######## box_cfg_sched ########
==> box_cfg_sched/cell_classes.png <==
Scale: 2 px per um. Fill, decap, tap and diode cells in gray.
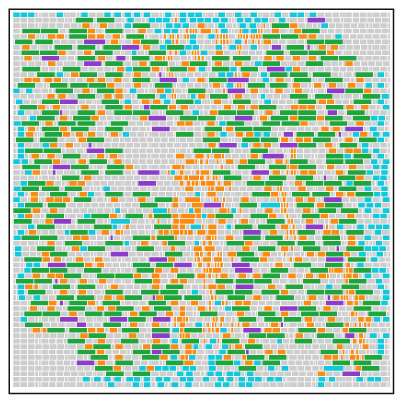

$ cat src/rtl/box_cfg_sched.sv
// Frame-synchronous box configuration scheduler: two round-robin requesters fill a
// pending table that is copied to the active table on each rising edge of vs_i.
module box_cfg_sched #(
    parameter int  NUM_BOXES = 4,
    parameter int  CW        = 10,
    parameter int  H_VALID   = 640,
    parameter int  V_VALID   = 480,
    localparam int IW        = $clog2(NUM_BOXES),
    localparam int DW        = 1 + IW + 4 * CW
) (
    input  logic                      clk,
    input  logic                      rst,
    input  logic                      vs_i,
    input  logic                      req0_valid,
    output logic                      req0_ready,
    input  logic [DW-1:0]             req0_data,
    input  logic                      req1_valid,
    output logic                      req1_ready,
    input  logic [DW-1:0]             req1_data,
    output logic [NUM_BOXES-1:0]      act_en,
    output logic [NUM_BOXES*4*CW-1:0] act_box,
    output logic                      commit_o,
    output logic                      err_o,
    output logic [15:0]               frame_cnt,
    output logic                      o_dbg_state
);
    localparam int          BW    = 4 * CW;
    localparam logic [CW:0] H_LIM = (CW + 1)'(H_VALID);
    localparam logic [CW:0] V_LIM = (CW + 1)'(V_VALID);

    typedef enum logic {
        ST_ACCEPT = 1'b0,
        ST_COMMIT = 1'b1
    } state_t;

    state_t                          r_state;
    state_t                          w_state_nxt;
    logic                            r_vs_q;
    logic                            r_prio;
    logic                            r_err;
    logic [15:0]                     r_frame_cnt;
    logic [NUM_BOXES-1:0]            r_pend_en;
    logic [NUM_BOXES-1:0][BW-1:0]    r_pend_box;
    logic [NUM_BOXES-1:0]            r_dirty;
    logic [NUM_BOXES-1:0]            r_act_en;
    logic [NUM_BOXES-1:0][BW-1:0]    r_act_box;

    logic            w_vs_rise;
    logic            w_in_accept;
    logic            w_commit_now;
    logic            w_open;
    logic            w_grant0;
    logic            w_grant1;
    logic            w_fire;
    logic [DW-1:0]   w_word;
    logic            w_en;
    logic [IW-1:0]   w_idx;
    logic [BW-1:0]   w_coords;
    logic [CW-1:0]   w_x0;
    logic [CW-1:0]   w_y0;
    logic [CW-1:0]   w_x1;
    logic [CW-1:0]   w_y1;
    logic            w_box_ok;

    assign w_vs_rise = vs_i & ~r_vs_q;

    always_comb begin
        w_state_nxt  = r_state;
        w_in_accept  = 1'b0;
        w_commit_now = 1'b0;
        case (r_state)
            ST_ACCEPT: begin
                w_in_accept = 1'b1;
                if (w_vs_rise) begin
                    w_state_nxt  = ST_COMMIT;
                    w_commit_now = 1'b1;
                end
            end
            ST_COMMIT: begin
                w_state_nxt = ST_ACCEPT;
            end
        endcase
    end

    // Handshake: a word transfers on a cycle where reqN_valid and reqN_ready are both
    // high; ready is combinational from the valids, prio and vs_i, and the requester
    // must hold valid and data stable until it sees ready.
    assign w_grant0   = req0_valid & (~req1_valid | ~r_prio);
    assign w_grant1   = req1_valid & (~req0_valid | r_prio);
    assign w_open     = w_in_accept & ~w_vs_rise;
    assign req0_ready = w_grant0 & w_open;
    assign req1_ready = w_grant1 & w_open;
    assign w_fire     = req0_ready | req1_ready;

    assign w_word   = req1_ready ? req1_data : req0_data;
    assign w_en     = w_word[DW-1];
    assign w_idx    = w_word[DW-2 -: IW];
    assign w_coords = w_word[BW-1:0];
    assign w_x0     = w_coords[4*CW-1 -: CW];
    assign w_y0     = w_coords[3*CW-1 -: CW];
    assign w_x1     = w_coords[2*CW-1 -: CW];
    assign w_y1     = w_coords[CW-1:0];
    assign w_box_ok = (w_x0 <= w_x1) & (w_y0 <= w_y1) &
                      ({1'b0, w_x1} < H_LIM) & ({1'b0, w_y1} < V_LIM);

    always_ff @(posedge clk or posedge rst) begin
        if (rst) begin
            r_state <= ST_ACCEPT;
            r_vs_q  <= 1'b0;
            r_prio  <= 1'b0;
        end else begin
            r_state <= w_state_nxt;
            r_vs_q  <= vs_i;
            if (w_fire) begin
                r_prio <= req0_ready;
            end
        end
    end

    // Writes and commits never share a cycle because ready is low on vs_rise.
    always_ff @(posedge clk or posedge rst) begin
        if (rst) begin
            r_pend_en  <= '0;
            r_pend_box <= '0;
            r_dirty    <= '0;
            r_err      <= 1'b0;
        end else begin
            r_err <= w_fire & w_en & ~w_box_ok;
            if (w_commit_now) begin
                r_dirty <= '0;
            end else if (w_fire & (~w_en | w_box_ok)) begin
                r_dirty[w_idx]   <= 1'b1;
                r_pend_en[w_idx] <= w_en;
                if (w_en) begin
                    r_pend_box[w_idx] <= w_coords;
                end
            end
        end
    end

    always_ff @(posedge clk or posedge rst) begin
        if (rst) begin
            r_act_en    <= '0;
            r_act_box   <= '0;
            r_frame_cnt <= 16'd0;
        end else if (w_commit_now) begin
            r_frame_cnt <= r_frame_cnt + 16'd1;
            for (int k = 0; k < NUM_BOXES; k++) begin
                if (r_dirty[k]) begin
                    r_act_en[k]  <= r_pend_en[k];
                    r_act_box[k] <= r_pend_box[k];
                end
            end
        end
    end

    assign act_en      = r_act_en;
    assign act_box     = r_act_box;
    assign commit_o    = (r_state == ST_COMMIT);
    assign err_o       = r_err;
    assign frame_cnt   = r_frame_cnt;
    assign o_dbg_state = r_state;

endmodule
$ cat config.mk
export PLATFORM = sky130hd
export DESIGN_NAME = box_cfg_sched
export DESIGN_NICKNAME = d
export VERILOG_FILES = /design/src/rtl/box_cfg_sched.sv
export SDC_FILE = /design/constraint.sdc
export NUM_CORES = 1
export LEC_CHECK = 0
export CAP_MARGIN = 30
export CORE_UTILIZATION = 40
export DETAILED_ROUTE_END_ITERATION = 10
export HOLD_SLACK_MARGIN = 0.12
export SYNTH_ARGS = -nofsm -noshare
export SYNTH_HDL_FRONTEND = slang
export SYNTH_SLANG_ARGS = --single-unit
export TNS_END_PERCENT = 30
$ cat constraint.sdc
create_clock -name clk -period 12.5 [get_ports clk]
set_clock_uncertainty 0.15 [all_clocks]
set_input_delay 1.25 -clock clk [delete_from_list [all_inputs] [get_ports clk]]
set_output_delay 1.25 -clock clk [all_outputs]
set_load 0.03 [all_outputs]
######## execute_cycle ########
==> src/rtl/riscv_pkg.sv <==
// Shared RV32I pipeline constants: ALU operation codes, branch funct3 values
// and forwarding-mux select codes.
package riscv_pkg;

    localparam logic [2:0] ALU_ADD = 3'b000;
    localparam logic [2:0] ALU_SUB = 3'b001;
    localparam logic [2:0] ALU_AND = 3'b010;
    localparam logic [2:0] ALU_OR  = 3'b011;
    localparam logic [2:0] ALU_XOR = 3'b100;
    localparam logic [2:0] ALU_SLT = 3'b101;

    localparam logic [2:0] F3_BEQ = 3'b000;
    localparam logic [2:0] F3_BNE = 3'b001;
    localparam logic [2:0] F3_BLT = 3'b100;
    localparam logic [2:0] F3_BGE = 3'b101;

    // 2'b11 is unused and falls back to the register-file operand.
    localparam logic [1:0] FWD_REG = 2'b00;
    localparam logic [1:0] FWD_WB  = 2'b01;
    localparam logic [1:0] FWD_MEM = 2'b10;

endpackage

==> src/rtl/execute_cycle_alu.sv <==
// Purely combinational RV32I ALU: ADD/SUB/AND/OR/XOR/SLT, undefined ops yield 0.
module alu
    import riscv_pkg::*;
#(
    parameter int XLEN = 32
) (
    input  logic [XLEN-1:0] SrcA,
    input  logic [XLEN-1:0] SrcB,
    input  logic [2:0]      ALUControl,
    output logic [XLEN-1:0] Result,
    output logic            Zero
);

    always_comb begin
        Result = '0;
        case (ALUControl)
            ALU_ADD: Result = SrcA + SrcB;
            ALU_SUB: Result = SrcA - SrcB;
            ALU_AND: Result = SrcA & SrcB;
            ALU_OR:  Result = SrcA | SrcB;
            ALU_XOR: Result = SrcA ^ SrcB;
            ALU_SLT: Result = {{(XLEN-1){1'b0}}, ($signed(SrcA) < $signed(SrcB))};
            default: Result = '0;
        endcase
    end

    assign Zero = (Result == '0);

endmodule

==> src/rtl/execute_cycle.sv <==
// Execute stage: operand forwarding, ALU, branch/jump resolution toward fetch,
// and the execute/memory pipeline register.
module execute_cycle
    import riscv_pkg::*;
#(
    parameter int XLEN       = 32,
    parameter int REG_ADDR_W = 5
) (
    input  logic                  clk,
    input  logic                  rst,
    input  logic                  RegWriteE,
    input  logic                  ALUSrcE,
    input  logic                  MemWriteE,
    input  logic [1:0]            ResultSrcE,
    input  logic                  BranchE,
    input  logic                  JumpE,
    input  logic [2:0]            Funct3E,
    input  logic [2:0]            ALUControlE,
    input  logic [XLEN-1:0]       RD1E,
    input  logic [XLEN-1:0]       RD2E,
    input  logic [XLEN-1:0]       ImmExtE,
    input  logic [REG_ADDR_W-1:0] RDE,
    input  logic [XLEN-1:0]       PCE,
    input  logic [XLEN-1:0]       PCPlus4E,
    input  logic [XLEN-1:0]       ResultW,
    input  logic [1:0]            ForwardAE,
    input  logic [1:0]            ForwardBE,
    output logic                  PCSrcE,
    output logic [XLEN-1:0]       PCTargetE,
    output logic                  RegWriteM,
    output logic                  MemWriteM,
    output logic [1:0]            ResultSrcM,
    output logic [REG_ADDR_W-1:0] RDM,
    output logic [XLEN-1:0]       ALUResultM,
    output logic [XLEN-1:0]       WriteDataM,
    output logic [XLEN-1:0]       PCPlus4M
);

    logic [XLEN-1:0] SrcAE;
    logic [XLEN-1:0] FwdBE;
    logic [XLEN-1:0] SrcBE;
    logic [XLEN-1:0] ALUResultE;
    logic            ZeroE;
    logic            BranchCondE;

    // ALUResultM is a register output, so the MEM forward path never loops
    // combinationally through the ALU.
    always_comb begin
        SrcAE = RD1E;
        case (ForwardAE)
            FWD_WB:  SrcAE = ResultW;
            FWD_MEM: SrcAE = ALUResultM;
            default: SrcAE = RD1E;
        endcase
    end

    always_comb begin
        FwdBE = RD2E;
        case (ForwardBE)
            FWD_WB:  FwdBE = ResultW;
            FWD_MEM: FwdBE = ALUResultM;
            default: FwdBE = RD2E;
        endcase
    end

    assign SrcBE = ALUSrcE ? ImmExtE : FwdBE;

    alu #(.XLEN(XLEN)) u_alu (
        .SrcA       (SrcAE),
        .SrcB       (SrcBE),
        .ALUControl (ALUControlE),
        .Result     (ALUResultE),
        .Zero       (ZeroE)
    );

    // Branches compare the register operands, never the immediate.
    always_comb begin
        BranchCondE = 1'b0;
        case (Funct3E)
            F3_BEQ:  BranchCondE = (SrcAE == FwdBE);
            F3_BNE:  BranchCondE = (SrcAE != FwdBE);
            F3_BLT:  BranchCondE = ($signed(SrcAE) <  $signed(FwdBE));
            F3_BGE:  BranchCondE = ($signed(SrcAE) >= $signed(FwdBE));
            default: BranchCondE = 1'b0;
        endcase
    end

    assign PCSrcE    = (BranchE & BranchCondE) | JumpE;
    assign PCTargetE = PCE + ImmExtE;

    always_ff @(posedge clk) begin
        if (!rst) begin
            RegWriteM  <= 1'b0;
            MemWriteM  <= 1'b0;
            ResultSrcM <= '0;
            RDM        <= '0;
            ALUResultM <= '0;
            WriteDataM <= '0;
            PCPlus4M   <= '0;
        end else begin
            RegWriteM  <= RegWriteE;
            MemWriteM  <= MemWriteE;
            ResultSrcM <= ResultSrcE;
            RDM        <= RDE;
            ALUResultM <= ZeroE ? '0 : ALUResultE;
            WriteDataM <= FwdBE;
            PCPlus4M   <= PCPlus4E;
        end
    end

endmodule

==> config.mk <==
export PLATFORM = sky130hd
export DESIGN_NAME = execute_cycle
export DESIGN_NICKNAME = d
export VERILOG_FILES = /design/src/rtl/riscv_pkg.sv /design/src/rtl/execute_cycle_alu.sv /design/src/rtl/execute_cycle.sv
export SDC_FILE = /design/constraint.sdc
export NUM_CORES = 1
export LEC_CHECK = 0
export CAP_MARGIN = 40
export CORE_UTILIZATION = 45
export DETAILED_ROUTE_END_ITERATION = 7
export GPL_TIMING_DRIVEN = 0
export PLACE_DENSITY = 0.76
export REMOVE_ABC_BUFFERS = 1
export SETUP_SLACK_MARGIN = 0.2
export SYNTH_ARGS = -nofsm -noshare
export SYNTH_HDL_FRONTEND = slang
export SYNTH_HIERARCHICAL = 1
export SYNTH_SLANG_ARGS = --single-unit
==> constraint.sdc <==
create_clock -name clk -period 5.9 [get_ports clk]
set_input_delay 0.885 -clock clk [delete_from_list [all_inputs] [get_ports clk]]
set_output_delay 0.885 -clock clk [all_outputs]
set_load 0.005 [all_outputs]
==> execute_cycle/cell_classes.png <==
Scale: 2 px per um. Fill, decap, tap and diode cells in gray.
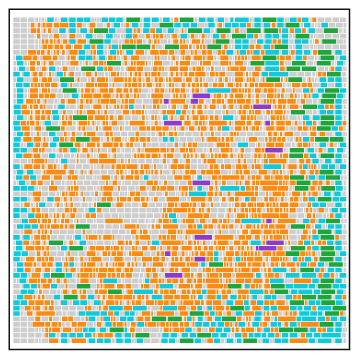
Key: purple = clock drivers and dummy loads [cells 16]; cyan = other buffers and delay cells [cells 437]; green = flip-flops [cells 105]; orange = all other logic [cells 1543]
# rows: 60
Final Core Density: 67.6%

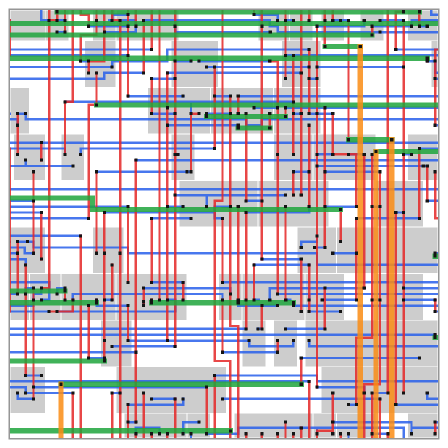
(execute_cycle/zoom.png)
Region (72, 72) to (97, 97) um. Cells in gray, sequential cells in the stronger gray; small squares are vias.
Key: orange = met4; blue = met1; green = met3; red = met2
Most frequent: nor2_1 (6), nand2_1 (5), o21ai_0 (3). Sequential cells in the window: 0. 49 logic cells have their middle in the window.

==> flow_summary.toml, execute_cycle <==
# yosys + openroad results
[cts]
cts_hold_buf = 0
cts_buffers = 9

[place]
dp.cells = 2386

[grt]
antenna_found_initial = 0
grtUsageMet3_pct = 8.72

[outcome]
status = "complete, but fails checks"
violations = "DRC"

[cells_and_area]
final_cell_mix = "clkdlybuf4s50_1, nand2_1, ha_1"
layout.cells.non_filler = 2473

[power_and_ir_drop]
powerDensity_mw_per_mm2 = 208
power.leakage_nw = 7.46

[synth]
syn_inst = 1755
synthFlopType = "dfxtp_1"
ys_top_cells_by_count = "ha_1, a21oi_1, nand2_1"

[final_timing]
fin_crit_sh_pct = 98.7
slew_violations = 0

[drt]
drc = 1

[worst_setup_path]
critical-path-top-delay-family = "AND-OR/OR-AND gates"

[run]
cap_violations = 0
[execute_cycle: power groups by stage]
stage               clock, mW  sequential [mW]  combinational (mW)
detailed placement          0            0.820                1.95
CTS                     0.646            0.804                2.18
finish                  0.649            0.805                2.37
global placement            0            0.818                1.92
global route            0.668            0.811                2.52
floorplan                   0            0.823                1.14
[execute_cycle: kinds of logic after synthesis]
group                    count (synthesis)  share of synthesized area [%]
AND-OR/OR-AND                          617                           32.6
XOR/XNOR                                40                           2.78
adder cells (fa/ha/maj)                171                           17.1
buffers and inverters                  232                           6.94
flip-flops                             105                           16.7
multiplexers                            16                           1.28
AND/OR/NAND/NOR                        574                           22.6
[execute_cycle: final cells by class]
cell class	instances	area, um^2
repair buffers	437	4610
flip-flops and latches	105	2100
inverters	125	472
multi-input cells	1418	10500
clock inverters	6	60.1
fillers	2321	8840
clock buffers	10	229
well taps	372	465
[execute_cycle: timing repair]
action                                  CTS  global route
gates cloned                              3             2
hold endpoints to repair                  0             0
resized                                 148            95
setup buffers                            58             8
endpoints found under the setup margin   33            33
pin swaps                                31            14
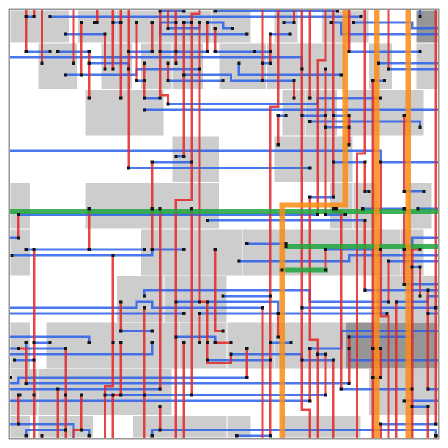
(box_cfg_sched/zoom.png)
Region (83, 83) to (108, 108) um. Cells in gray, sequential cells in the stronger gray; small squares are vias.
Key: orange = met4; red = met2; blue = met1; green = met3
Netlist names of flops here include `r_pend_box` (1). Most frequent: inv_1 (7), ha_1 (5). 38 logic cells have their middle in the window. Sequential cells in the window: 1.

## Picture notes: box_cfg_sched/cell_classes.png
Key: orange = all other logic [cells 619]; green = flip-flops [cells 352]; cyan = other buffers and delay cells [cells 296]; purple = clock drivers and dummy loads [cells 68]
sequential share of cell area: 46.3%
CORE AREA: 0.0354 mm^2
# rows: 69
Final Core Density: 53.7%

==> flow_summary.toml, box_cfg_sched <==
# yosys + openroad results
[drt]
met1_length_um = 17300
vias = 9027
dr.pass1.iters = 4

[worst_setup_path]
start_kind = "input port"
cp.depth = 18

[place]
dp.cells = 1727
dp_hpwl_um = 26600

[synth]
mux_share_pct = 25.4
synth.avg_cell_area_um2 = 14.1
synthArstFlopShare_pct = 100

[final_timing]
setup_tns_ns = 0
max_slew.worst_pin.slew_ns = 0.943

[outcome]
status = "finished clean"

[floorplanning]
ioPinCount = 276

[power_and_ir_drop]
p_clk_share_pct = 27.9
top_power_group = "registers"

[cts]
postCtsSetupRepairBufs = 0

[hold_path]
hold_depth = 1

[cells_and_area]
nets = 1421
box_cfg_sched: cells in the final DEF (no fill, tap or decap), types with 2 or more instances in the layout:
master and n:
a21o_1 4, a21oi_1 8, a311oi_2 2, a32oi_1 4, and2_2 4, and3_1 4, buf_16 3, buf_4 16
bufinv_16 4, clkbuf_1 11, clkbuf_16 41, clkbuf_8 7, clkdlybuf4s50_1 275, clkinv_2 4, dfrtp_1 352, ha_1 21
inv_1 30, mux2_1 153, mux2_2 168, nand2_1 136, nand2b_1 6, nand3_1 3, nand4_1 9, nor2_1 9
nor2b_1 6, nor3_1 6, nor4_1 2, nor4_4 3, o21ai_0 6, o41ai_1 6, or4_1 2, xnor2_1 8
xor2_1 7
box_cfg_sched: layer usage:
metal / track usage [%] / vias up
li1: - / 4122
met1: 29.6 / 4606
met2: 33.8 / 227
met3: 3.01 / 72
met4: 7.08 / 0
met5: 0 / -
box_cfg_sched: cell type report:
class                           count  share of cell area, %
Tap cell                          461                   3.03
Timing Repair Buffer              296                   15.7
Sequential cell                   352                   46.3
Inverter                           32                  0.671
Multi-Input combinational cell    587                   27.4
Clock inverter                      9                  0.783
Clock buffer                       59                   6.12


==> gallery <==
Clock routing.
image #1
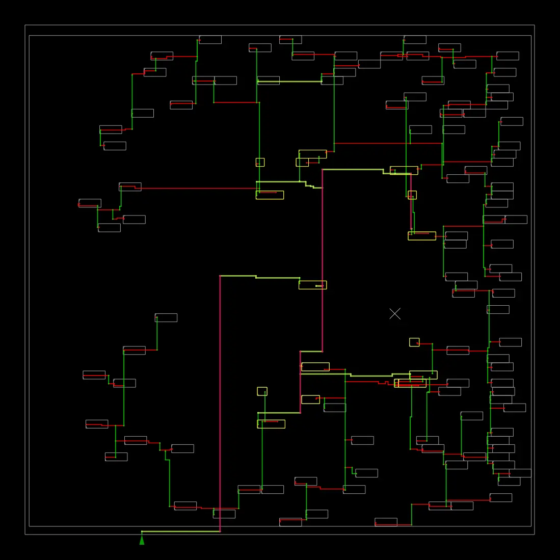
image #2
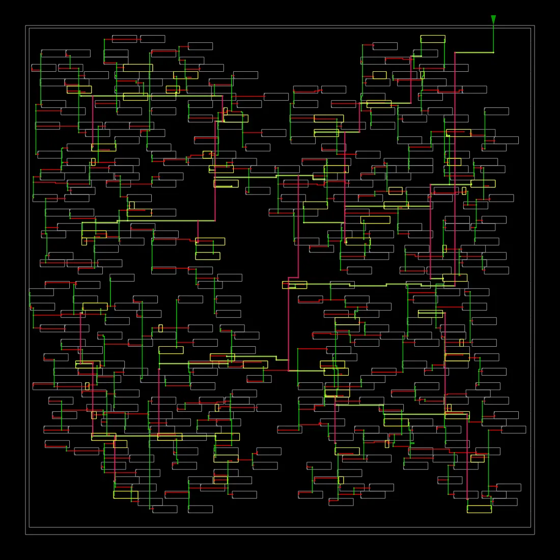
image #2: box_cfg_sched
image #1: execute_cycle
- most clock buffers: image #2

Power figures rest on the tool's default switching activity, not on a simulated workload.
